=== block 1 ===
===== src/rtl/display_pkg.sv =====
// display_pkg: constants shared by the display shift-out slice.
//  - SEG_0..SEG_9, SEG_BLANK: 7-segment glyphs, bit order {g,f,e,d,c,b,a}, active high.
//  - state_t: frame sequencer states IDLE / SHIFT / LATCH.
package display_pkg;

   localparam logic [6:0] SEG_0     = 7'h3F;
   localparam logic [6:0] SEG_1     = 7'h06;
   localparam logic [6:0] SEG_2     = 7'h5B;
   localparam logic [6:0] SEG_3     = 7'h4F;
   localparam logic [6:0] SEG_4     = 7'h66;
   localparam logic [6:0] SEG_5     = 7'h6D;
   localparam logic [6:0] SEG_6     = 7'h7D;
   localparam logic [6:0] SEG_7     = 7'h07;
   localparam logic [6:0] SEG_8     = 7'h7F;
   localparam logic [6:0] SEG_9     = 7'h6F;
   localparam logic [6:0] SEG_BLANK = 7'h00;

   typedef enum logic [1:0] {
      IDLE  = 2'd0,
      SHIFT = 2'd1,
      LATCH = 2'd2
   } state_t;

endpackage


===== src/rtl/display_shift_out_if.sv =====
// display_shift_out_if: bundle between the refresh source / pins and display_shift_out.
//  master: drives ref_pulse, digits_bcd, dp_mask; observes the serial pins, busy, dbg_state.
//  slave : the shift-out block.
//
// Request protocol: ref_pulse is a single-cycle request. When busy is low it starts a frame
// immediately and the data is captured on that edge. When busy is high the request is
// remembered (any number of them collapse into one) and served right after the current
// frame's latch pulse, with the data captured at that moment.
interface display_shift_out_if #(
   parameter int DIGITS = 6
);
   logic                      ref_pulse;
   logic [4*DIGITS-1:0]       digits_bcd;
   logic [DIGITS-1:0]         dp_mask;
   logic                      ser_data;
   logic                      ser_clk;
   logic                      ser_latch;
   logic                      busy;
   display_pkg::state_t       dbg_state;

   modport master (
      output ref_pulse, digits_bcd, dp_mask,
      input  ser_data, ser_clk, ser_latch, busy, dbg_state
   );

   modport slave (
      input  ref_pulse, digits_bcd, dp_mask,
      output ser_data, ser_clk, ser_latch, busy, dbg_state
   );
endinterface


===== src/rtl/bcd_to_7seg.sv =====
// bcd_to_7seg: combinational BCD digit to 7-segment glyph.
//  bcd_i : 4-bit digit value
//  seg_o : {g,f,e,d,c,b,a}, active high; codes 10-15 give a blank glyph
module bcd_to_7seg
   import display_pkg::*;
(
   input  logic [3:0] bcd_i,
   output logic [6:0] seg_o
);

   always_comb begin
      seg_o = SEG_BLANK;
      case (bcd_i)
         4'd0:    seg_o = SEG_0;
         4'd1:    seg_o = SEG_1;
         4'd2:    seg_o = SEG_2;
         4'd3:    seg_o = SEG_3;
         4'd4:    seg_o = SEG_4;
         4'd5:    seg_o = SEG_5;
         4'd6:    seg_o = SEG_6;
         4'd7:    seg_o = SEG_7;
         4'd8:    seg_o = SEG_8;
         4'd9:    seg_o = SEG_9;
         default: seg_o = SEG_BLANK;
      endcase
   end

endmodule


===== src/rtl/display_shift_out.sv =====
// display_shift_out: serialises a DIGITS-wide BCD count plus decimal points into a
// 74HC595-style chain (data / shift clock / storage latch).
//  clk, reset     : system clock, asynchronous active-high reset
//  bus (slave)    : ref_pulse, digits_bcd, dp_mask in; ser_data, ser_clk, ser_latch,
//                   busy, dbg_state out
// Frame: DIGITS bytes {dp,g,f,e,d,c,b,a}, highest digit first, bit 7 first. Each bit is
// CLK_DIV clocks with ser_clk low followed by CLK_DIV clocks high; then ser_latch is
// high for CLK_DIV clocks. All outputs come straight from flops.
module display_shift_out #(
   parameter int DIGITS       = 6,
   parameter int CLK_DIV      = 4,
   parameter int COMMON_ANODE = 0
) (
   input  logic               clk,
   input  logic               reset,
   display_shift_out_if.slave bus
);
   import display_pkg::*;

   localparam int NBITS = 8 * DIGITS;
   localparam int DW    = $clog2(CLK_DIV) + 1;
   localparam int BW    = $clog2(NBITS);

   localparam logic [DW-1:0] DIV_ONE    = DW'(1);
   localparam logic [DW-1:0] DIV_HALF   = DW'(CLK_DIV);
   localparam logic [DW-1:0] DIV_LAST   = DW'(2 * CLK_DIV - 1);
   localparam logic [DW-1:0] LATCH_LAST = DW'(CLK_DIV - 1);
   localparam logic [BW-1:0] BIT_ONE    = BW'(1);
   localparam logic [BW-1:0] BIT_LAST   = BW'(NBITS - 1);
   localparam logic [7:0]    INV_MASK   = (COMMON_ANODE != 0) ? 8'hFF : 8'h00;

   state_t           state_q;
   logic [NBITS-1:0] frame_q;
   logic [DW-1:0]    div_q;
   logic [BW-1:0]    bit_q;
   logic             pending_q;
   logic             ser_data_q;
   logic             ser_clk_q;
   logic             ser_latch_q;
   logic             busy_q;

   logic [NBITS-1:0] frame_w;
   logic [DW-1:0]    div_inc;
   logic [BW-1:0]    bit_inc;

   // Encoded frame, digit i occupies byte i, so the top byte (highest digit) leaves first.
   for (genvar i = 0; i < DIGITS; i++) begin : g_digit
      logic [6:0] seg;
      bcd_to_7seg u_enc (
         .bcd_i (bus.digits_bcd[4*i +: 4]),
         .seg_o (seg)
      );
      assign frame_w[8*i +: 8] = {bus.dp_mask[i], seg} ^ INV_MASK;
   end

   assign div_inc = div_q + DIV_ONE;
   assign bit_inc = bit_q + BIT_ONE;

   always_ff @(posedge clk or posedge reset) begin
      if (reset) begin
         state_q     <= IDLE;
         frame_q     <= '0;
         div_q       <= '0;
         bit_q       <= '0;
         pending_q   <= 1'b0;
         ser_data_q  <= 1'b0;
         ser_clk_q   <= 1'b0;
         ser_latch_q <= 1'b0;
         busy_q      <= 1'b0;
      end else begin
         case (state_q)
            IDLE: begin
               if (bus.ref_pulse) begin
                  // First bit goes out directly from the encoder so it is valid next cycle.
                  frame_q    <= frame_w;
                  ser_data_q <= frame_w[NBITS-1];
                  ser_clk_q  <= 1'b0;
                  busy_q     <= 1'b1;
                  div_q      <= '0;
                  bit_q      <= '0;
                  state_q    <= SHIFT;
               end
            end

            SHIFT: begin
               if (bus.ref_pulse) begin
                  pending_q <= 1'b1;
               end
               if (div_q == DIV_LAST) begin
                  div_q     <= '0;
                  ser_clk_q <= 1'b0;
                  if (bit_q == BIT_LAST) begin
                     ser_data_q  <= 1'b0;
                     ser_latch_q <= 1'b1;
                     state_q     <= LATCH;
                  end else begin
                     bit_q      <= bit_inc;
                     frame_q    <= {frame_q[NBITS-2:0], 1'b0};
                     ser_data_q <= frame_q[NBITS-2];
                  end
               end else begin
                  div_q     <= div_inc;
                  ser_clk_q <= (div_inc >= DIV_HALF);
               end
            end

            LATCH: begin
               if (div_q == LATCH_LAST) begin
                  div_q       <= '0;
                  bit_q       <= '0;
                  ser_latch_q <= 1'b0;
                  // A request arriving in this very cycle is served as well.
                  if (pending_q || bus.ref_pulse) begin
                     pending_q  <= 1'b0;
                     frame_q    <= frame_w;
                     ser_data_q <= frame_w[NBITS-1];
                     state_q    <= SHIFT;
                  end else begin
                     busy_q  <= 1'b0;
                     state_q <= IDLE;
                  end
               end else begin
                  div_q <= div_inc;
                  if (bus.ref_pulse) begin
                     pending_q <= 1'b1;
                  end
               end
            end

            default: state_q <= IDLE;
         endcase
      end
   end

   assign bus.ser_data  = ser_data_q;
   assign bus.ser_clk   = ser_clk_q;
   assign bus.ser_latch = ser_latch_q;
   assign bus.busy      = busy_q;
   assign bus.dbg_state = state_q;

endmodule


===== src/flat_wrapper.sv =====
// flat-port wrapper written by rule: the top's interface ports become plain ports
module display_shift_out_flat import display_pkg::*;
#(
   parameter int DIGITS       = 6,
   parameter int CLK_DIV      = 4,
   parameter int COMMON_ANODE = 0
)
  (clk, reset, bus_ref_pulse, bus_digits_bcd, bus_dp_mask, bus_ser_data, bus_ser_clk, bus_ser_latch, bus_busy, bus_dbg_state);
  display_shift_out_if #(.DIGITS(DIGITS)) bus_i ();
  input  logic clk;
  input  logic reset;
  input wire logic [$bits(bus_i.ref_pulse)-1:0] bus_ref_pulse;
  input wire logic [$bits(bus_i.digits_bcd)-1:0] bus_digits_bcd;
  input wire logic [$bits(bus_i.dp_mask)-1:0] bus_dp_mask;
  output wire logic [$bits(bus_i.ser_data)-1:0] bus_ser_data;
  output wire logic [$bits(bus_i.ser_clk)-1:0] bus_ser_clk;
  output wire logic [$bits(bus_i.ser_latch)-1:0] bus_ser_latch;
  output wire logic [$bits(bus_i.busy)-1:0] bus_busy;
  output wire logic [$bits(bus_i.dbg_state)-1:0] bus_dbg_state;
  assign bus_i.ref_pulse = bus_ref_pulse;
  assign bus_i.digits_bcd = bus_digits_bcd;
  assign bus_i.dp_mask = bus_dp_mask;
  assign bus_ser_data = bus_i.ser_data;
  assign bus_ser_clk = bus_i.ser_clk;
  assign bus_ser_latch = bus_i.ser_latch;
  assign bus_busy = bus_i.busy;
  assign bus_dbg_state = bus_i.dbg_state;
  display_shift_out #(.DIGITS(DIGITS), .CLK_DIV(CLK_DIV), .COMMON_ANODE(COMMON_ANODE)) u_core (.clk(clk), .reset(reset), .bus(bus_i));
endmodule

===== config.mk =====
export PLATFORM = sky130hd
export DESIGN_NAME = display_shift_out_flat
export DESIGN_NICKNAME = d
export VERILOG_FILES = /design/src/rtl/display_pkg.sv /design/src/rtl/display_shift_out_if.sv /design/src/rtl/bcd_to_7seg.sv /design/src/rtl/display_shift_out.sv /design/src/flat_wrapper.sv
export SDC_FILE = /design/constraint.sdc
export NUM_CORES = 1
export LEC_CHECK = 0
export ABC_CLOCK_PERIOD_IN_PS = 2400
export CAP_MARGIN = 20
export CORE_UTILIZATION = 53
export DETAILED_ROUTE_END_ITERATION = 8
export PLACE_DENSITY = 0.75
export SLEW_MARGIN = 20
export SYNTH_ARGS = -nofsm -noshare
export SYNTH_HDL_FRONTEND = slang
export SYNTH_SLANG_ARGS = --single-unit

===== constraint.sdc =====
create_clock -name clk -period 2.4 [get_ports clk]
set_input_delay 0.72 -clock clk [delete_from_list [all_inputs] [get_ports clk]]
set_output_delay 0.72 -clock clk [all_outputs]
set_load 0.02 [all_outputs]

=== block 2 ===
### config.mk
export PLATFORM = sky130hd
export DESIGN_NAME = pipe_hazard_ctrl
export DESIGN_NICKNAME = d
export VERILOG_FILES = /design/src/rtl/pipe_hazard_ctrl.sv
export SDC_FILE = /design/constraint.sdc
export NUM_CORES = 1
export LEC_CHECK = 0
export CORE_MARGIN = 2
export CORE_UTILIZATION = 43
export CTS_BUF_LIST = sky130_fd_sc_hd__clkbuf_16
export CTS_CLUSTER_SIZE = 24
export DETAILED_ROUTE_END_ITERATION = 7
export HOLD_SLACK_MARGIN = 0.03
export PLACE_DENSITY_LB_ADDON = 0.3
export SLEW_MARGIN = 40
export SYNTH_ARGS = -nofsm -noshare
export SYNTH_HDL_FRONTEND = slang
export SYNTH_SLANG_ARGS = --single-unit
### constraint.sdc
create_clock -name clk -period 6.01 [get_ports clk]
set_clock_uncertainty 0.15 [all_clocks]
set_input_delay 1.803 -clock clk [delete_from_list [all_inputs] [get_ports clk]]
set_output_delay 1.803 -clock clk [all_outputs]
set_load 0.1 [all_outputs]
### src/rtl/pipe_hazard_ctrl.sv
// Stage-2 hazard/exception controller: load-use stalls, multi-cycle branch flushes, sticky exception capture with HALTED hold.
// Optional PIPE_HAZ_EXC_CNT_EN adds saturating exc_count/stall_count outputs.
module pipe_hazard_ctrl #(
    parameter int PC_W        = 16,
    parameter int REG_AW      = 4,
    parameter int LOAD_LAT    = 1,
    parameter int FLUSH_DEPTH = 1
) (
    input  logic              clk,
    input  logic              rst,
    input  logic [1:0]        comparator,
    input  logic [3:0]        opcode,
    input  logic [REG_AW-1:0] ifid_op1,
    input  logic [REG_AW-1:0] ifid_op2,
    input  logic [REG_AW-1:0] idex_dest,
    input  logic              idex_mem_read,
    input  logic              alu_exception,
    input  logic [PC_W-1:0]   pc,
    input  logic              resume,
    output logic              change_pc,
    output logic              mem_bubble,
    output logic              pc_bubble,
    output logic              halt,
    output logic [PC_W-1:0]   ex_pc,
    output logic [15:0]       ex_error_val,
    output logic              busy
`ifdef PIPE_HAZ_EXC_CNT_EN
    ,
    output logic [7:0]        exc_count,
    output logic [15:0]       stall_count
`endif
);

    localparam int CNT_MAX = (LOAD_LAT > FLUSH_DEPTH) ? LOAD_LAT : FLUSH_DEPTH;
    localparam int CNT_W   = (CNT_MAX > 1) ? $clog2(CNT_MAX + 1) : 1;

    typedef enum logic [1:0] {RUN, STALL, FLUSH, HALTED} state_t;

    state_t            state_q, state_d;
    logic [CNT_W-1:0]  cnt_q, cnt_d;
    logic [PC_W-1:0]   ex_pc_q, ex_pc_d;
    logic [15:0]       ex_err_q, ex_err_d;
    logic              load_use, br_taken, op_legal;

    always_comb begin
        load_use = (LOAD_LAT > 0) && idex_mem_read &&
                   ((idex_dest == ifid_op1) || (idex_dest == ifid_op2));
        br_taken = (opcode == 4'b0001) ||
                   ((opcode == 4'b0101) && (comparator == 2'b01)) ||
                   ((opcode == 4'b0100) && (comparator == 2'b10)) ||
                   ((opcode == 4'b0110) && (comparator == 2'b11));
        case (opcode)
            4'b0010, 4'b0011, 4'b0111, 4'b1110: op_legal = 1'b0;
            default:                            op_legal = 1'b1;
        endcase
    end

    always_comb begin
        state_d    = state_q;
        cnt_d      = cnt_q;
        ex_pc_d    = ex_pc_q;
        ex_err_d   = ex_err_q;
        change_pc  = 1'b0;
        mem_bubble = 1'b0;
        pc_bubble  = 1'b0;
        halt       = 1'b0;
        // Outputs are forced quiet while reset is held, independent of inputs.
        if (!rst) begin
            case (state_q)
                RUN: begin
                    if (load_use) begin
                        mem_bubble = 1'b1;
                        pc_bubble  = 1'b1;
                        if (LOAD_LAT > 1) begin
                            state_d = STALL;
                            cnt_d   = CNT_W'(LOAD_LAT - 1);
                        end
                    end else if (br_taken) begin
                        change_pc  = 1'b1;
                        mem_bubble = 1'b1;
                        if (FLUSH_DEPTH > 1) begin
                            state_d = FLUSH;
                            cnt_d   = CNT_W'(FLUSH_DEPTH - 1);
                        end
                    end else if (opcode == 4'b0000) begin
                        halt     = 1'b1;
                        state_d  = HALTED;
                        ex_pc_d  = pc - PC_W'(2);
                        ex_err_d = 16'h0001;
                    end else if (alu_exception) begin
                        halt     = 1'b1;
                        state_d  = HALTED;
                        ex_pc_d  = pc - PC_W'(4);
                        ex_err_d = 16'hAFFF;
                    end else if (!op_legal) begin
                        halt     = 1'b1;
                        state_d  = HALTED;
                        ex_pc_d  = pc - PC_W'(2);
                        ex_err_d = 16'hC000;
                    end
                end
                STALL, FLUSH: begin
                    // Overflow of the instruction already in EX preempts the remaining bubbles.
                    if (alu_exception) begin
                        halt     = 1'b1;
                        state_d  = HALTED;
                        cnt_d    = '0;
                        ex_pc_d  = pc - PC_W'(4);
                        ex_err_d = 16'hAFFF;
                    end else begin
                        mem_bubble = 1'b1;
                        pc_bubble  = (state_q == STALL);
                        cnt_d      = cnt_q - CNT_W'(1);
                        if (cnt_q == CNT_W'(1)) begin
                            state_d = RUN;
                        end
                    end
                end
                HALTED: begin
                    halt = 1'b1;
                    if (resume) begin
                        state_d = RUN;
                    end
                end
                default: state_d = RUN;
            endcase
        end
    end

    always_ff @(posedge clk or posedge rst) begin
        if (rst) begin
            state_q  <= RUN;
            cnt_q    <= '0;
            ex_pc_q  <= '0;
            ex_err_q <= '0;
        end else begin
            state_q  <= state_d;
            cnt_q    <= cnt_d;
            ex_pc_q  <= ex_pc_d;
            ex_err_q <= ex_err_d;
        end
    end

    assign ex_pc        = ex_pc_q;
    assign ex_error_val = ex_err_q;
    assign busy         = (state_q == STALL) || (state_q == FLUSH);

`ifdef PIPE_HAZ_EXC_CNT_EN
    logic [7:0]  exc_count_q, exc_count_d;
    logic [15:0] stall_count_q, stall_count_d;

    always_comb begin
        exc_count_d   = exc_count_q;
        stall_count_d = stall_count_q;
        if ((state_d == HALTED) && (state_q != HALTED) && (exc_count_q != 8'hFF)) begin
            exc_count_d = exc_count_q + 8'd1;
        end
        if (pc_bubble && (stall_count_q != 16'hFFFF)) begin
            stall_count_d = stall_count_q + 16'd1;
        end
    end

    always_ff @(posedge clk or posedge rst) begin
        if (rst) begin
            exc_count_q   <= '0;
            stall_count_q <= '0;
        end else begin
            exc_count_q   <= exc_count_d;
            stall_count_q <= stall_count_d;
        end
    end

    assign exc_count   = exc_count_q;
    assign stall_count = stall_count_q;
`endif

endmodule

=== block 3 ===
===== config.mk =====
export PLATFORM = sky130hd
export DESIGN_NAME = zcr_multi
export DESIGN_NICKNAME = d
export VERILOG_FILES = /design/src/rtl/zcr_multi.sv
export SDC_FILE = /design/constraint.sdc
export NUM_CORES = 1
export LEC_CHECK = 0
export CAP_MARGIN = 20
export CORE_MARGIN = 2
export CORE_UTILIZATION = 45
export DETAILED_ROUTE_END_ITERATION = 10
export MAX_ROUTING_LAYER = met4
export PLACE_DENSITY = 0.85
export SLEW_MARGIN = 15
export SYNTH_ARGS = -nofsm -noshare
export SYNTH_HDL_FRONTEND = slang
export SYNTH_SLANG_ARGS = --single-unit

===== constraint.sdc =====
create_clock -name clk -period 2 [get_ports clk]
set_input_delay 0.4 -clock clk [delete_from_list [all_inputs] [get_ports clk]]
set_output_delay 0.4 -clock clk [all_outputs]
set_load 0.01 [all_outputs]

===== src/rtl/zcr_multi.sv =====
// Multi-channel zero-crossing-rate extractor with hysteresis dead-band.
// Counts per-channel sign changes over fixed epochs and presents the counts through a valid/ready register.
//
//   state   | meaning
//   UNKNOWN | no sample outside the dead-band seen since reset/soft clear
//   POS     | last out-of-band sample was above +HYST
//   NEG     | last out-of-band sample was below -HYST
module zcr_multi #(
  parameter int N_CH         = 4,
  parameter int DATA_W       = 16,
  parameter int EPOCH_LENGTH = 256,
  parameter int HYST         = 0,
  localparam int CNT_W       = $clog2(EPOCH_LENGTH + 1)
) (
  input  logic                    clk,
  input  logic                    rst_n,
  input  logic                    en,
  input  logic                    s_valid,
  input  logic [N_CH*DATA_W-1:0]  s_data,
  output logic                    m_valid,
  input  logic                    m_ready,
  output logic [N_CH*CNT_W-1:0]   m_data,
  output logic                    overrun
);

  localparam int IDX_W = $clog2(EPOCH_LENGTH);
  localparam logic signed [DATA_W-1:0] C_HYST  = DATA_W'(HYST);
  localparam logic signed [DATA_W-1:0] C_NHYST = -C_HYST;

  typedef enum logic [1:0] {
    ST_UNKNOWN = 2'd0,
    ST_POS     = 2'd1,
    ST_NEG     = 2'd2
  } zc_state_t;

  zc_state_t                r_state     [N_CH];
  zc_state_t                w_state_nxt [N_CH];
  logic                     w_cross     [N_CH];
  logic signed [DATA_W-1:0] w_x         [N_CH];
  logic [CNT_W-1:0]         r_cnt       [N_CH];
  logic [CNT_W-1:0]         w_cnt_inc   [N_CH];
  logic [N_CH*CNT_W-1:0]    w_cnt_pack;
  logic [IDX_W-1:0]         r_idx;
  logic                     w_acc;
  logic                     w_last;
  logic                     r_m_valid;
  logic [N_CH*CNT_W-1:0]    r_m_data;
  logic                     r_overrun;

  assign w_acc  = s_valid & en;
  assign w_last = w_acc && (r_idx == IDX_W'(EPOCH_LENGTH - 1));

  for (genvar k = 0; k < N_CH; k++) begin : g_ch
    assign w_x[k] = $signed(s_data[k*DATA_W +: DATA_W]);
  end

  // Channel state register; en low is a soft clear back to UNKNOWN.
  always_ff @(posedge clk or negedge rst_n) begin
    if (!rst_n) begin
      for (int k = 0; k < N_CH; k++) r_state[k] <= ST_UNKNOWN;
    end else if (!en) begin
      for (int k = 0; k < N_CH; k++) r_state[k] <= ST_UNKNOWN;
    end else if (s_valid) begin
      for (int k = 0; k < N_CH; k++) r_state[k] <= w_state_nxt[k];
    end
  end

  always_comb begin
    for (int k = 0; k < N_CH; k++) begin
      w_state_nxt[k] = r_state[k];
      if (w_x[k] > C_HYST)
        w_state_nxt[k] = ST_POS;
      else if (w_x[k] < C_NHYST)
        w_state_nxt[k] = ST_NEG;
    end
  end

  // UNKNOWN -> POS/NEG is the first polarity, not a crossing.
  always_comb begin
    for (int k = 0; k < N_CH; k++) begin
      w_cross[k] = ((r_state[k] == ST_POS) && (w_state_nxt[k] == ST_NEG)) ||
                   ((r_state[k] == ST_NEG) && (w_state_nxt[k] == ST_POS));
    end
  end

  always_comb begin
    w_cnt_pack = '0;
    for (int k = 0; k < N_CH; k++) begin
      w_cnt_inc[k] = r_cnt[k] + CNT_W'(w_cross[k]);
      w_cnt_pack[k*CNT_W +: CNT_W] = w_cnt_inc[k];
    end
  end

  always_ff @(posedge clk or negedge rst_n) begin
    if (!rst_n) begin
      r_idx <= '0;
      for (int k = 0; k < N_CH; k++) r_cnt[k] <= '0;
    end else if (!en) begin
      r_idx <= '0;
      for (int k = 0; k < N_CH; k++) r_cnt[k] <= '0;
    end else if (w_acc) begin
      r_idx <= w_last ? '0 : r_idx + IDX_W'(1);
      for (int k = 0; k < N_CH; k++) r_cnt[k] <= w_last ? '0 : w_cnt_inc[k];
    end
  end

  // A new result wins over a same-edge handshake; overrun only when it clobbers an unread one.
  always_ff @(posedge clk or negedge rst_n) begin
    if (!rst_n) begin
      r_m_valid <= 1'b0;
      r_m_data  <= '0;
      r_overrun <= 1'b0;
    end else begin
      r_overrun <= 1'b0;
      if (w_last) begin
        r_m_valid <= 1'b1;
        r_m_data  <= w_cnt_pack;
        r_overrun <= r_m_valid & ~m_ready;
      end else if (r_m_valid && m_ready) begin
        r_m_valid <= 1'b0;
      end
    end
  end

  assign m_valid = r_m_valid;
  assign m_data  = r_m_data;
  assign overrun = r_overrun;

endmodule


=== block 4 ===
==> src/rtl/plab4_net_term_inject_unit_pkg.sv <==
// Shared definitions for the terminal injection unit: message field layout
// helpers and security-domain encodings.
package plab4_net_term_inject_unit_pkg;

    typedef enum logic {
        D0 = 1'b0,
        D1 = 1'b1
    } domain_e;

    // Message layout, MSB to LSB: {dest[s], src[s], opaque[o], payload[p]}
    function automatic int msg_nbits(input int p, input int o, input int s);
        return p + o + 2 * s;
    endfunction

    function automatic int payload_lsb(input int p, input int o, input int s);
        return 0;
    endfunction

    function automatic int opaque_lsb(input int p, input int o, input int s);
        return p;
    endfunction

    function automatic int src_lsb(input int p, input int o, input int s);
        return p + o;
    endfunction

    function automatic int dest_lsb(input int p, input int o, input int s);
        return p + o + s;
    endfunction

endpackage

==> src/rtl/plab4_net_term_inject_unit_if.sv <==
// Request and per-domain message handshakes of the injection unit.
// Every channel is val/rdy: a transfer happens on a rising edge where both are high.
interface plab4_net_term_inject_unit_if
    import plab4_net_term_inject_unit_pkg::*;
#(
    parameter int P = 32,
    parameter int O = 3,
    parameter int S = 3,
    parameter int D = 4
);
    localparam int M  = msg_nbits(P, O, S);
    localparam int CW = $clog2(D) + 1;

    logic          req_val;
    logic          req_rdy;
    logic          req_domain;
    logic [S-1:0]  req_dest;
    logic [P-1:0]  req_payload;
    logic          out_val_d0;
    logic          out_rdy_d0;
    logic [M-1:0]  out_msg_d0;
    logic          out_val_d1;
    logic          out_rdy_d1;
    logic [M-1:0]  out_msg_d1;
    logic          bad_dest;
    logic [CW-1:0] count_d0;
    logic [CW-1:0] count_d1;

    modport slave (
        input  req_val, req_domain, req_dest, req_payload, out_rdy_d0, out_rdy_d1,
        output req_rdy, out_val_d0, out_msg_d0, out_val_d1, out_msg_d1,
               bad_dest, count_d0, count_d1
    );

    modport master (
        output req_val, req_domain, req_dest, req_payload, out_rdy_d0, out_rdy_d1,
        input  req_rdy, out_val_d0, out_msg_d0, out_val_d1, out_msg_d1,
               bad_dest, count_d0, count_d1
    );

endinterface

==> src/rtl/plab4_net_inject_queue.sv <==
// Power-of-two depth FIFO with val/rdy on both sides and an occupancy count.
// A full queue refuses enqueue even when it dequeues in the same cycle.
module plab4_net_inject_queue #(
    parameter int W = 41,
    parameter int D = 4
) (
    input  logic                   clk,
    input  logic                   reset,
    input  logic                   i_enq_val,
    output logic                   o_enq_rdy,
    input  logic [W-1:0]           i_enq_msg,
    output logic                   o_deq_val,
    input  logic                   i_deq_rdy,
    output logic [W-1:0]           o_deq_msg,
    output logic [$clog2(D):0]     o_count
);
    localparam int AW = $clog2(D);
    localparam logic [AW:0] c_full = (AW + 1)'(D);

    logic [W-1:0]  r_mem [D];
    logic [AW-1:0] r_head;
    logic [AW-1:0] r_tail;
    logic [AW:0]   r_count;
    logic          w_full;
    logic          w_empty;
    logic          w_enq;
    logic          w_deq;

    assign w_full    = (r_count == c_full);
    assign w_empty   = (r_count == '0);
    assign w_enq     = i_enq_val && !w_full;
    assign w_deq     = !w_empty && i_deq_rdy;
    assign o_enq_rdy = !w_full;
    assign o_deq_val = !w_empty;
    assign o_count   = r_count;
    // Empty head reads as zero so stale storage never shows after reset.
    assign o_deq_msg = w_empty ? '0 : r_mem[r_head];

    always_ff @(posedge clk or negedge reset) begin
        if (!reset) begin
            r_head  <= '0;
            r_tail  <= '0;
            r_count <= '0;
        end else begin
            if (w_enq) r_tail <= r_tail + 1'b1;
            if (w_deq) r_head <= r_head + 1'b1;
            r_count <= r_count + {{AW{1'b0}}, w_enq} - {{AW{1'b0}}, w_deq};
        end
    end

    always_ff @(posedge clk) begin
        if (w_enq) r_mem[r_tail] <= i_enq_msg;
    end

endmodule

==> src/rtl/plab4_net_term_inject_unit.sv <==
// Packs domain-tagged processor requests into ring messages and queues them
// in two independent per-domain FIFOs; out-of-range dests are dropped.
module plab4_net_term_inject_unit
    import plab4_net_term_inject_unit_pkg::*;
#(
    parameter int p_payload_nbits = 32,
    parameter int p_opaque_nbits  = 3,
    parameter int p_srcdest_nbits = 3,
    parameter int p_router_id     = 0,
    parameter int p_num_routers   = 2,
    parameter int p_queue_depth   = 4
) (
    input  logic                            clk,
    input  logic                            reset,
    plab4_net_term_inject_unit_if.slave     io
);
    localparam int P = p_payload_nbits;
    localparam int O = p_opaque_nbits;
    localparam int S = p_srcdest_nbits;
    localparam int c_net_msg_nbits = msg_nbits(P, O, S);
    localparam logic [S-1:0] c_src = S'(p_router_id);
    localparam logic [S:0]   c_num_routers = (S + 1)'(p_num_routers);

    logic [O-1:0]               r_opq0;
    logic [O-1:0]               r_opq1;
    logic                       r_bad;
    logic                       w_is_d1;
    logic                       w_rdy0;
    logic                       w_rdy1;
    logic                       w_fire;
    logic                       w_dest_ok;
    logic                       w_enq0;
    logic                       w_enq1;
    logic [O-1:0]               w_opq;
    logic [c_net_msg_nbits-1:0] w_msg;

    assign w_is_d1     = (domain_e'(io.req_domain) == D1);
    assign io.req_rdy  = w_is_d1 ? w_rdy1 : w_rdy0;
    assign w_fire      = io.req_val && io.req_rdy;
    assign w_dest_ok   = ({1'b0, io.req_dest} < c_num_routers);
    assign w_enq0      = w_fire && w_dest_ok && !w_is_d1;
    assign w_enq1      = w_fire && w_dest_ok && w_is_d1;
    assign w_opq       = w_is_d1 ? r_opq1 : r_opq0;
    assign w_msg       = {io.req_dest, c_src, w_opq, io.req_payload};
    assign io.bad_dest = r_bad;

    // Opaque counters advance only on enqueue, so dropped requests leave no gap.
    always_ff @(posedge clk or negedge reset) begin
        if (!reset) begin
            r_opq0 <= '0;
            r_opq1 <= '0;
            r_bad  <= 1'b0;
        end else begin
            if (w_enq0) r_opq0 <= r_opq0 + 1'b1;
            if (w_enq1) r_opq1 <= r_opq1 + 1'b1;
            r_bad <= w_fire && !w_dest_ok;
        end
    end

    plab4_net_inject_queue #(.W(c_net_msg_nbits), .D(p_queue_depth)) u_queue_d0 (
        .clk       (clk),
        .reset     (reset),
        .i_enq_val (w_enq0),
        .o_enq_rdy (w_rdy0),
        .i_enq_msg (w_msg),
        .o_deq_val (io.out_val_d0),
        .i_deq_rdy (io.out_rdy_d0),
        .o_deq_msg (io.out_msg_d0),
        .o_count   (io.count_d0)
    );

    plab4_net_inject_queue #(.W(c_net_msg_nbits), .D(p_queue_depth)) u_queue_d1 (
        .clk       (clk),
        .reset     (reset),
        .i_enq_val (w_enq1),
        .o_enq_rdy (w_rdy1),
        .i_enq_msg (w_msg),
        .o_deq_val (io.out_val_d1),
        .i_deq_rdy (io.out_rdy_d1),
        .o_deq_msg (io.out_msg_d1),
        .o_count   (io.count_d1)
    );

endmodule

==> src/flat_wrapper.sv <==
// flat-port wrapper written by rule: the top's interface ports become plain ports
module plab4_net_term_inject_unit_flat import plab4_net_term_inject_unit_pkg::*;
#(
    parameter int p_payload_nbits = 32,
    parameter int p_opaque_nbits  = 3,
    parameter int p_srcdest_nbits = 3,
    parameter int p_router_id     = 0,
    parameter int p_num_routers   = 2,
    parameter int p_queue_depth   = 4
)
  (clk, reset, io_req_val, io_req_domain, io_req_dest, io_req_payload, io_out_rdy_d0, io_out_rdy_d1, io_req_rdy, io_out_val_d0, io_out_msg_d0, io_out_val_d1, io_out_msg_d1, io_bad_dest, io_count_d0, io_count_d1);
  plab4_net_term_inject_unit_if #(.P(32), .O(3), .S(3), .D(4)) io_i ();
  input  logic clk;
  input  logic reset;
  input wire logic [$bits(io_i.req_val)-1:0] io_req_val;
  input wire logic [$bits(io_i.req_domain)-1:0] io_req_domain;
  input wire logic [$bits(io_i.req_dest)-1:0] io_req_dest;
  input wire logic [$bits(io_i.req_payload)-1:0] io_req_payload;
  input wire logic [$bits(io_i.out_rdy_d0)-1:0] io_out_rdy_d0;
  input wire logic [$bits(io_i.out_rdy_d1)-1:0] io_out_rdy_d1;
  output wire logic [$bits(io_i.req_rdy)-1:0] io_req_rdy;
  output wire logic [$bits(io_i.out_val_d0)-1:0] io_out_val_d0;
  output wire logic [$bits(io_i.out_msg_d0)-1:0] io_out_msg_d0;
  output wire logic [$bits(io_i.out_val_d1)-1:0] io_out_val_d1;
  output wire logic [$bits(io_i.out_msg_d1)-1:0] io_out_msg_d1;
  output wire logic [$bits(io_i.bad_dest)-1:0] io_bad_dest;
  output wire logic [$bits(io_i.count_d0)-1:0] io_count_d0;
  output wire logic [$bits(io_i.count_d1)-1:0] io_count_d1;
  assign io_i.req_val = io_req_val;
  assign io_i.req_domain = io_req_domain;
  assign io_i.req_dest = io_req_dest;
  assign io_i.req_payload = io_req_payload;
  assign io_i.out_rdy_d0 = io_out_rdy_d0;
  assign io_i.out_rdy_d1 = io_out_rdy_d1;
  assign io_req_rdy = io_i.req_rdy;
  assign io_out_val_d0 = io_i.out_val_d0;
  assign io_out_msg_d0 = io_i.out_msg_d0;
  assign io_out_val_d1 = io_i.out_val_d1;
  assign io_out_msg_d1 = io_i.out_msg_d1;
  assign io_bad_dest = io_i.bad_dest;
  assign io_count_d0 = io_i.count_d0;
  assign io_count_d1 = io_i.count_d1;
  plab4_net_term_inject_unit #(.p_payload_nbits(p_payload_nbits), .p_opaque_nbits(p_opaque_nbits), .p_srcdest_nbits(p_srcdest_nbits), .p_router_id(p_router_id), .p_num_routers(p_num_routers), .p_queue_depth(p_queue_depth)) u_core (.clk(clk), .reset(reset), .io(io_i));
endmodule
==> config.mk <==
export PLATFORM = sky130hd
export DESIGN_NAME = plab4_net_term_inject_unit_flat
export DESIGN_NICKNAME = d
export VERILOG_FILES = /design/src/rtl/plab4_net_term_inject_unit_pkg.sv /design/src/rtl/plab4_net_term_inject_unit_if.sv /design/src/rtl/plab4_net_inject_queue.sv /design/src/rtl/plab4_net_term_inject_unit.sv /design/src/flat_wrapper.sv
export SDC_FILE = /design/constraint.sdc
export NUM_CORES = 1
export LEC_CHECK = 0
export CORE_MARGIN = 10
export CORE_UTILIZATION = 50
export DETAILED_ROUTE_END_ITERATION = 7
export GPL_TIMING_DRIVEN = 1
export PLACE_DENSITY = 0.75
export RECOVER_POWER = 50
export REMOVE_ABC_BUFFERS = 1
export SLEW_MARGIN = 25
export SYNTH_ARGS = -nofsm -noshare
export SYNTH_HDL_FRONTEND = slang
export SYNTH_SLANG_ARGS = --single-unit
==> constraint.sdc <==
create_clock -name clk -period 5.2 [get_ports clk]
set_input_delay 1.04 -clock clk [delete_from_list [all_inputs] [get_ports clk]]
set_output_delay 1.04 -clock clk [all_outputs]
set_load 0.02 [all_outputs]
Fig. 1: block 4, I/O pins on the die edge
Pins as bars across the die edge, other pins in gray.
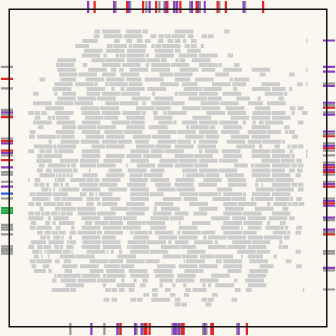
Green is io_count_d1, pins 3, direction output, edge west. Red is io_req_payload, pins 32, direction input, edge 10 north, 9 south, 8 east, 5 west. Blue is io_out_rdy_d1, pins 1, direction input, edge west. Purple is io_out_msg_d1, pins 41, direction output, edge 16 east, 11 north, 9 south, 5 west.
All pins by edge: 41 east, 32 west, 31 north, 29 south.
Port Buf Inserts: 126
die outline height: 180 um
overall die width: 180 um

==> reports/qor.csv, block 4 <==
metric;value;unit
status;finished with violations;
violations;capacitance limit, slew limit;
dr_total_vias;5850;
track_usage;15.5;%
max_cap_violations;2;
yosysUniqueCellTypes;31;
report.final.slew_viol_count;78;
whs;0.467;ns
crit_path_max_incr_delay;1.79;ns
layout.clock.cell_area_share;7.20;%
critical_path_class;in -> reg;
hold_path.class;reg -> reg;
final_cells;1073;
crit_cells;3;
clock_tree.htree_level_count;1;
## block 4: cells by family after synthesis
kind of cell,Yosys count,share of synthesized area [%]
flops,325,75.9
simple gates,99,5.09
mux,83,14.1
buf+inv,47,1.91
fa+ha+maj,16,1.69
xor+xnor,14,0.964
compound gates,3,0.295
other cells,1,0.0295
## block 4: state kept, by name (all words and copies together) (netlist names), 3 cells and up
signal	flops
u_core.r_opq0	3
u_core.r_opq1	3
u_core.u_queue_d0.r_mem	152
u_core.u_queue_d1.r_mem	152
u_core.u_queue_d0.o_count	3
u_core.u_queue_d1.o_count	3
## block 4: layer usage
metal / share of wire (%) / track usage (%)
met1: 39 / 19.4
met2: 52 / 26.9
met3: 7.6 / 3.49
met4: 1.4 / 3.44
met5: 0 / 0
Fig. 2: block 3, wiring by layer
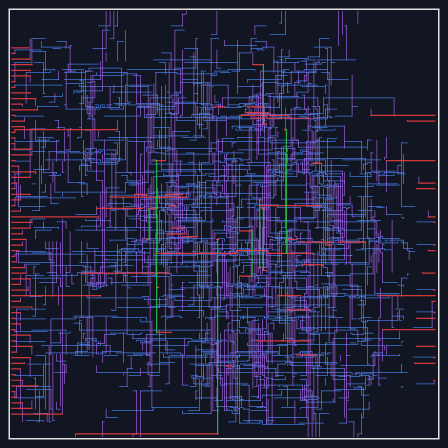
Purple is metal 2, wire length 5300 um. Red is metal 3, wire length 618 um. Green is metal 4, wire length 182 um. Blue is metal 1, wire length 4710 um.
vias after detailed routing: 3907
final routed wire length divided by cell count: 15.2 um
global routing usage summed across all routing layers: 21.7%

Fig. 3: block 3, I/O pins on the die edge
Pins as bars across the die edge, other pins in gray.
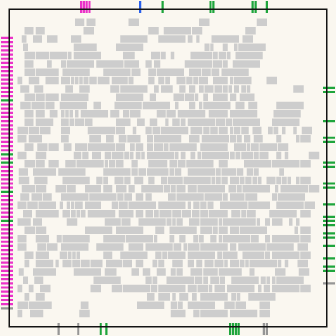
Green is m_data, pins 36, direction output, edge 19 east, 6 south, 6 north, 5 west. Magenta is s_data, pins 64, direction input, edge 60 west, 4 north. Blue is s_valid, pins 1, direction input, edge north.
overall die width: 103 um
die outline height: 103 um

==> reports/qor.csv, block 3 <==
metric;value;unit
worst_setup_hold_path_clk_slew;0.09;ns
timing.critical_path.max_delay_family;simple AND/OR/NAND/NOR gates;
ys_seq_elements;90;
clock-sinks;90;
syn_nets;523;
mostFrequentLayoutCells;sky130_fd_sc_hd__dfrtp_1, sky130_fd_sc_hd__nand2_1, sky130_fd_sc_hd__clkdlybuf4s50_1;
status;complete, no violations;
final_cells;709;
met3_length;617;um
final_antenna_net_count;0;
yosysChipArea;4440;um2
grt.met3_usage;3.23;%
fraction_of_the_mapped_netlist_area_in_adder_cells;2.54;%
slew_headroom;68.6;%
synthToLayoutAreaGrowth;46.0;%
hold_path.class;in -> reg;
design_area;6480;um2
drt-pass1-iter-count;4;
report.final.slew_viol_count;0;
placed_cells;686;
clock_tree.htree_level_count;3;
wirelength_met1;4710;um
drc_violation_count_after_routing;0;
crit_path_cell_trace;clkdlybuf4s50_1 > nor3_2 > a41oi_2 > nand3b_1 > o21ai_2 > ha_4 > ha_4 > nand2_2 > nor2_4 > nor4bb_4 > a31o_2;
place_hpwl;7610;um
crit_path_max_incr_delay;0.41;ns
clockBufferDepth;2;
ys_seq_share;50.7;%
==> block 3: cell type report <==
| class | instances | area [um2] |
|---|---|---|
| flip-flops and latches | 90 | 2250 |
| repair buffers | 144 | 1350 |
| multi-input cells | 325 | 2510 |
| fillers | 719 | 3200 |
| inverters | 1 | 3.75 |
| well taps | 133 | 166 |
| clock buffers | 9 | 124 |
| clock inverters | 7 | 76.3 |
==> block 3: repair_timing <==
action	in CTS	in global routing
setup buffers	4	2
endpoints found under the setup margin	53	42
gates resized	91	57
hold buffers	1	0
endpoints found under the hold margin	22	0
pin swaps	37	28
==> block 3: final timing paths <==
path | end | cells after the start | startpoint
setup / recovery | r_cnt[6] | 11 | s_data[50]
hold / removal | r_state[2] | 4 | s_data[47]
setup reg to reg | r_cnt[14] | 6 | r_idx[0]
hold reg to reg | m_data[33] | 2 | m_data[33]
max in group asynchronous | r_cnt[21] | 3 | rst_n
min in group asynchronous | r_cnt[29] | 2 | rst_n
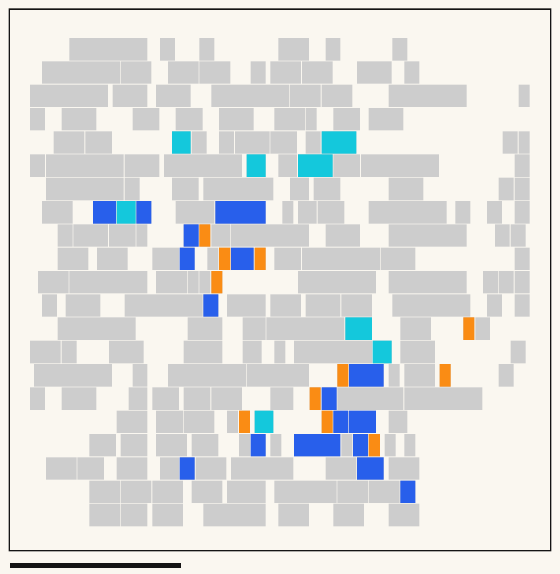
Fig. 4. Gate-type map (block 2).
Bar = 20 um.
Blue is inverting AOI/OAI gates, cells 17. Orange is inverters, cells 11. Cyan is AND and OR gates, cells 8.
highest-count logic cell in the final layout: sky130_fd_sc_hd__clkdlybuf4s50_1
final instance count without filler cells: 255
logic gate fraction of the total cell area: 38.0%

Fig. 5: block 2, I/O pins on the die edge
Pins as bars across the die edge, other pins in gray.
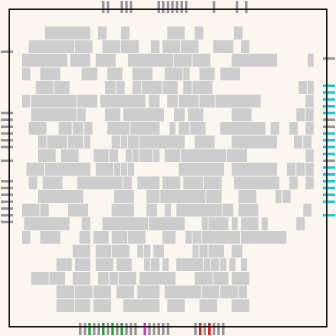
Green is ifid_op1, pins 4, direction input, edge south. Magenta is change_pc, pins 1, direction output, edge south. Red is comparator, pins 2, direction input, edge south. Cyan is ex_error_val, pins 16, direction output, edge east.
All pins by edge: 26 south, 20 east, 15 west, 15 north.
overall die width: 63.1 um
die outline height: 63.1 um

==> reports/qor.csv, block 2 <==
metric;value;unit
status;complete, no violations;
crit_path_cell_trace;clkdlybuf4s50_1 > or3b_1 > a21oi_1 > o2111ai_2 > a21oi_1 > buf_12;
first_pass_grt_wire_length;5570;um
cp_data_required_time;4.06;ns
clock-sinks;21;
postSynth.topFlopCell;sky130_fd_sc_hd__dfrtp_1;
final_critical_path_time_including_i_o_delays_and_setup;5.60;ns
yosys_warnings;0;
grt_most_used_layer;met2;
postCtsSetupBuffers;0;
gr-total-overflow;0;
grt.met3_usage;4.11;%
hold_path.class;reg -> reg;
row_count;21;
worst_setup_hold_path_clk_slew;0.05;ns
critPathBufInv;2;
vias_per_cell;4.90;
top_routing_layer_in_use;met4;
port-buffer-count;73;
yosysChipArea;1500;um2
tritoncts;built;
reg2reg_to;ex_pc[14];
yosysUniqueCellTypes;37;
yosys.cell_count.top_type;sky130_fd_sc_hd__dfrtp_1;
wirelength_met1;1390;um
drt-pass1-iter-count;4;
clock_tree.htree_level_count;1;
placed_cell_area;2060;um2
floorplan.core_util;45.0;%
number_of_global_route_vias_before_repair;1260;
area.sequential;526;um2
insertion_delay;0.25;ns
grt_start_max_net_pins;22;
use_met2;33.4;%
use_met1;19.0;%
timing.critical_path.slowest_stage_cell;sky130_fd_sc_hd__clkdlybuf4s50_1;
place_congestion;0.772;
design_area;2140;um2
cell_depth_of_the_worst_min_delay_path;1;
placed_cells;251;
block 2: stage by stage:
stage | hold WS (ns) | utilization, % | setup WS [ns]
finish | 0.340 | 64.1 | 0.412
global route | 0.355 | 64.1 | 0.307
detailed placement | 0.330 | 61.7 | 0.405
floorplan | 0.479 | - | 0.0243
CTS | 0.347 | 64.1 | 0.408
global placement | 0.327 | 66.4 | 0.502
block 2: kinds of logic (layout without fill, tap and decap cells):
| kind of cell | Yosys count | after routing | synth area share, % |
|---|---|---|---|
| AND-OR/OR-AND | 19 | 19 | 10.3 |
| XOR/XNOR | 20 | 20 | 11.7 |
| adder cells (fa/ha/maj) | 2 | 2 | 1.67 |
| buffers and inverters | 27 | 89 | 11.1 |
| flip-flops | 21 | 21 | 35.0 |
| multiplexers | 21 | 21 | 16.3 |
| other | 1 | 2 | 0.250 |
| AND/OR/NAND/NOR | 35 | 35 | 13.7 |
block 2: final cells by class:
type                    count  area share, %
clock buffers               3           3.51
clock inverters             1          0.234
inverters                  11           1.93
multi-input cells          99           38.0
flip-flops and latches     21           24.6
well taps                  46           2.69
repair buffers             74           29.1
Fig. 6: block 1, where the registers sit
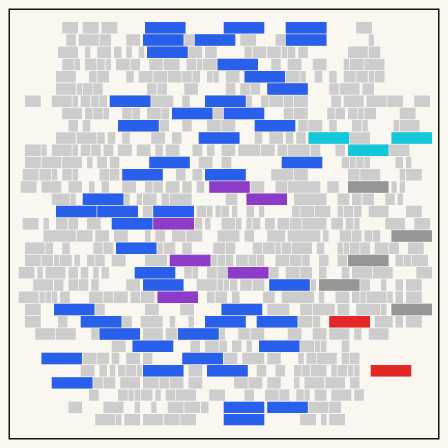
Purple is u_core.bit_q, flops 6, where center. Red is u_core.bus.dbg_state, flops 2. Blue is u_core.frame_q, flops 47. Cyan is u_core.div_q, flops 3.
Another 5 sequential cells are not colored.
share of the core filled with cells in the final layout: 64.9%
area occupied by registers: 1580 um2
flop share of the area: 29.3%

==> reports/qor.csv, block 1 <==
metric;value;unit
status;complete, no violations;
max_slew.worst_pin.slew;0.384;ns
insertion_delay;0.34;ns
clock_tree.htree_level_count;3;
detailedRoute.firstIterationViolations;377;
critical_path_class;reg -> out;
crit_start;u_core.bus.dbg_state[0];
timing.critical_path.max_delay_family;buffers and inverters;
first_pass_grt_wire_length;18300;um
postSynth.topFlopCell;sky130_fd_sc_hd__dfrtp_1;
end_kind;primary output;
worst_setup_hold_path_clk_slew;0.07;ns
crit_path_max_incr_delay;0.64;ns
use_met1;35.7;%
layout_top_registers;u_core.frame_q: 47 flops, u_core.bit_q: 6 flops, u_core.div_q: 3 flops;
synth_top_area_share;34.3;%
wl;10700;um
chipArea;9040;um2
synth-compound-area-share;30.1;%
hold_path.class;reg -> reg;
stage_log_warnings;63;
ctsRootBufferMaster;sky130_fd_sc_hd__clkbuf_8;
timing.reg2reg.worst_path_depth;7;
setup_repair_after_global_routing_missed_its_margin;no;
drt-pass1-iter-count;5;
synth_simple_gate_area_share;14.4;%
enable_flop_cells;0;
vias_per_cell;6.09;
netlist_top_cells_area;sky130_fd_sc_hd__dfrtp_1, sky130_fd_sc_hd__ha_1, sky130_fd_sc_hd__o32ai_1, sky130_fd_sc_hd__nand2b_1, sky130_fd_sc_hd__o22ai_1;
nNetsFinal;638;
==> block 1: cell type report <==
| class | count | share of cell area [%] |
|---|---|---|
| Clock inverter | 3 | 0.325 |
| Inverter | 44 | 3.07 |
| Multi-Input combinational cell | 372 | 49.5 |
| Clock buffer | 13 | 2.95 |
| Timing Repair Buffer | 68 | 12.4 |
| Tap cell | 105 | 2.44 |
| Sequential cell | 63 | 29.3 |
==> block 1: worst reg2reg max path, delay by kind of cell, from the launching register on <==
kind | cells | cell delay, ns
DFF | 1 | 0.46
AOI/OAI and AO/OA | 3 | 0.74
buffers and inverters | 3 | 0.46
adders and majority gates | 1 | 0.34
==> block 1: stage by stage <==
step	area (um2)	TNS, ns
2_1_floorplan	4590	0
3_3_place_gp	5210	-0.0657
3_5_place_dp	5210	-0.992
4_1_cts	5390	0
5_1_grt	5390	0
6_report	5390	0


==> gallery <==
Where the registers sit.
picture 1
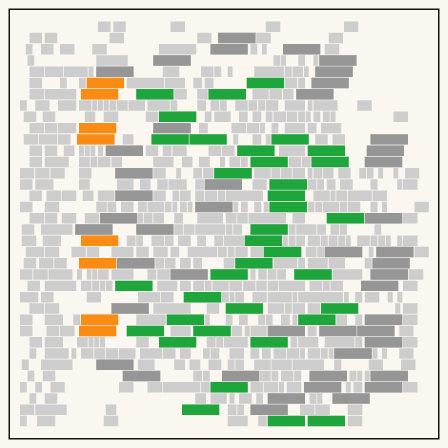
picture 2
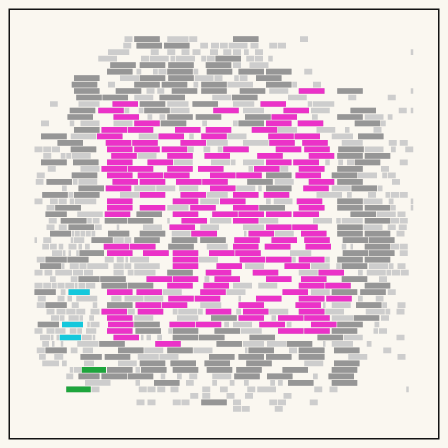
picture 3
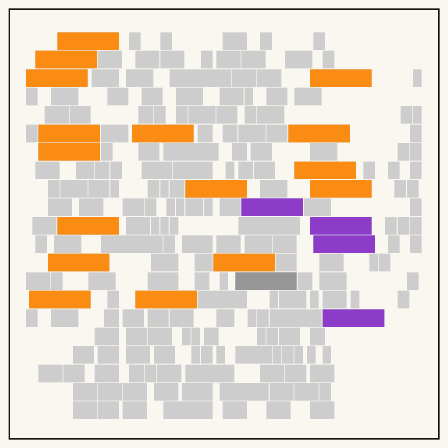
Of these, most sequential cells: picture 2
Block 4 is picture 2.
Block 3 is picture 1.
Block 2 is picture 3.

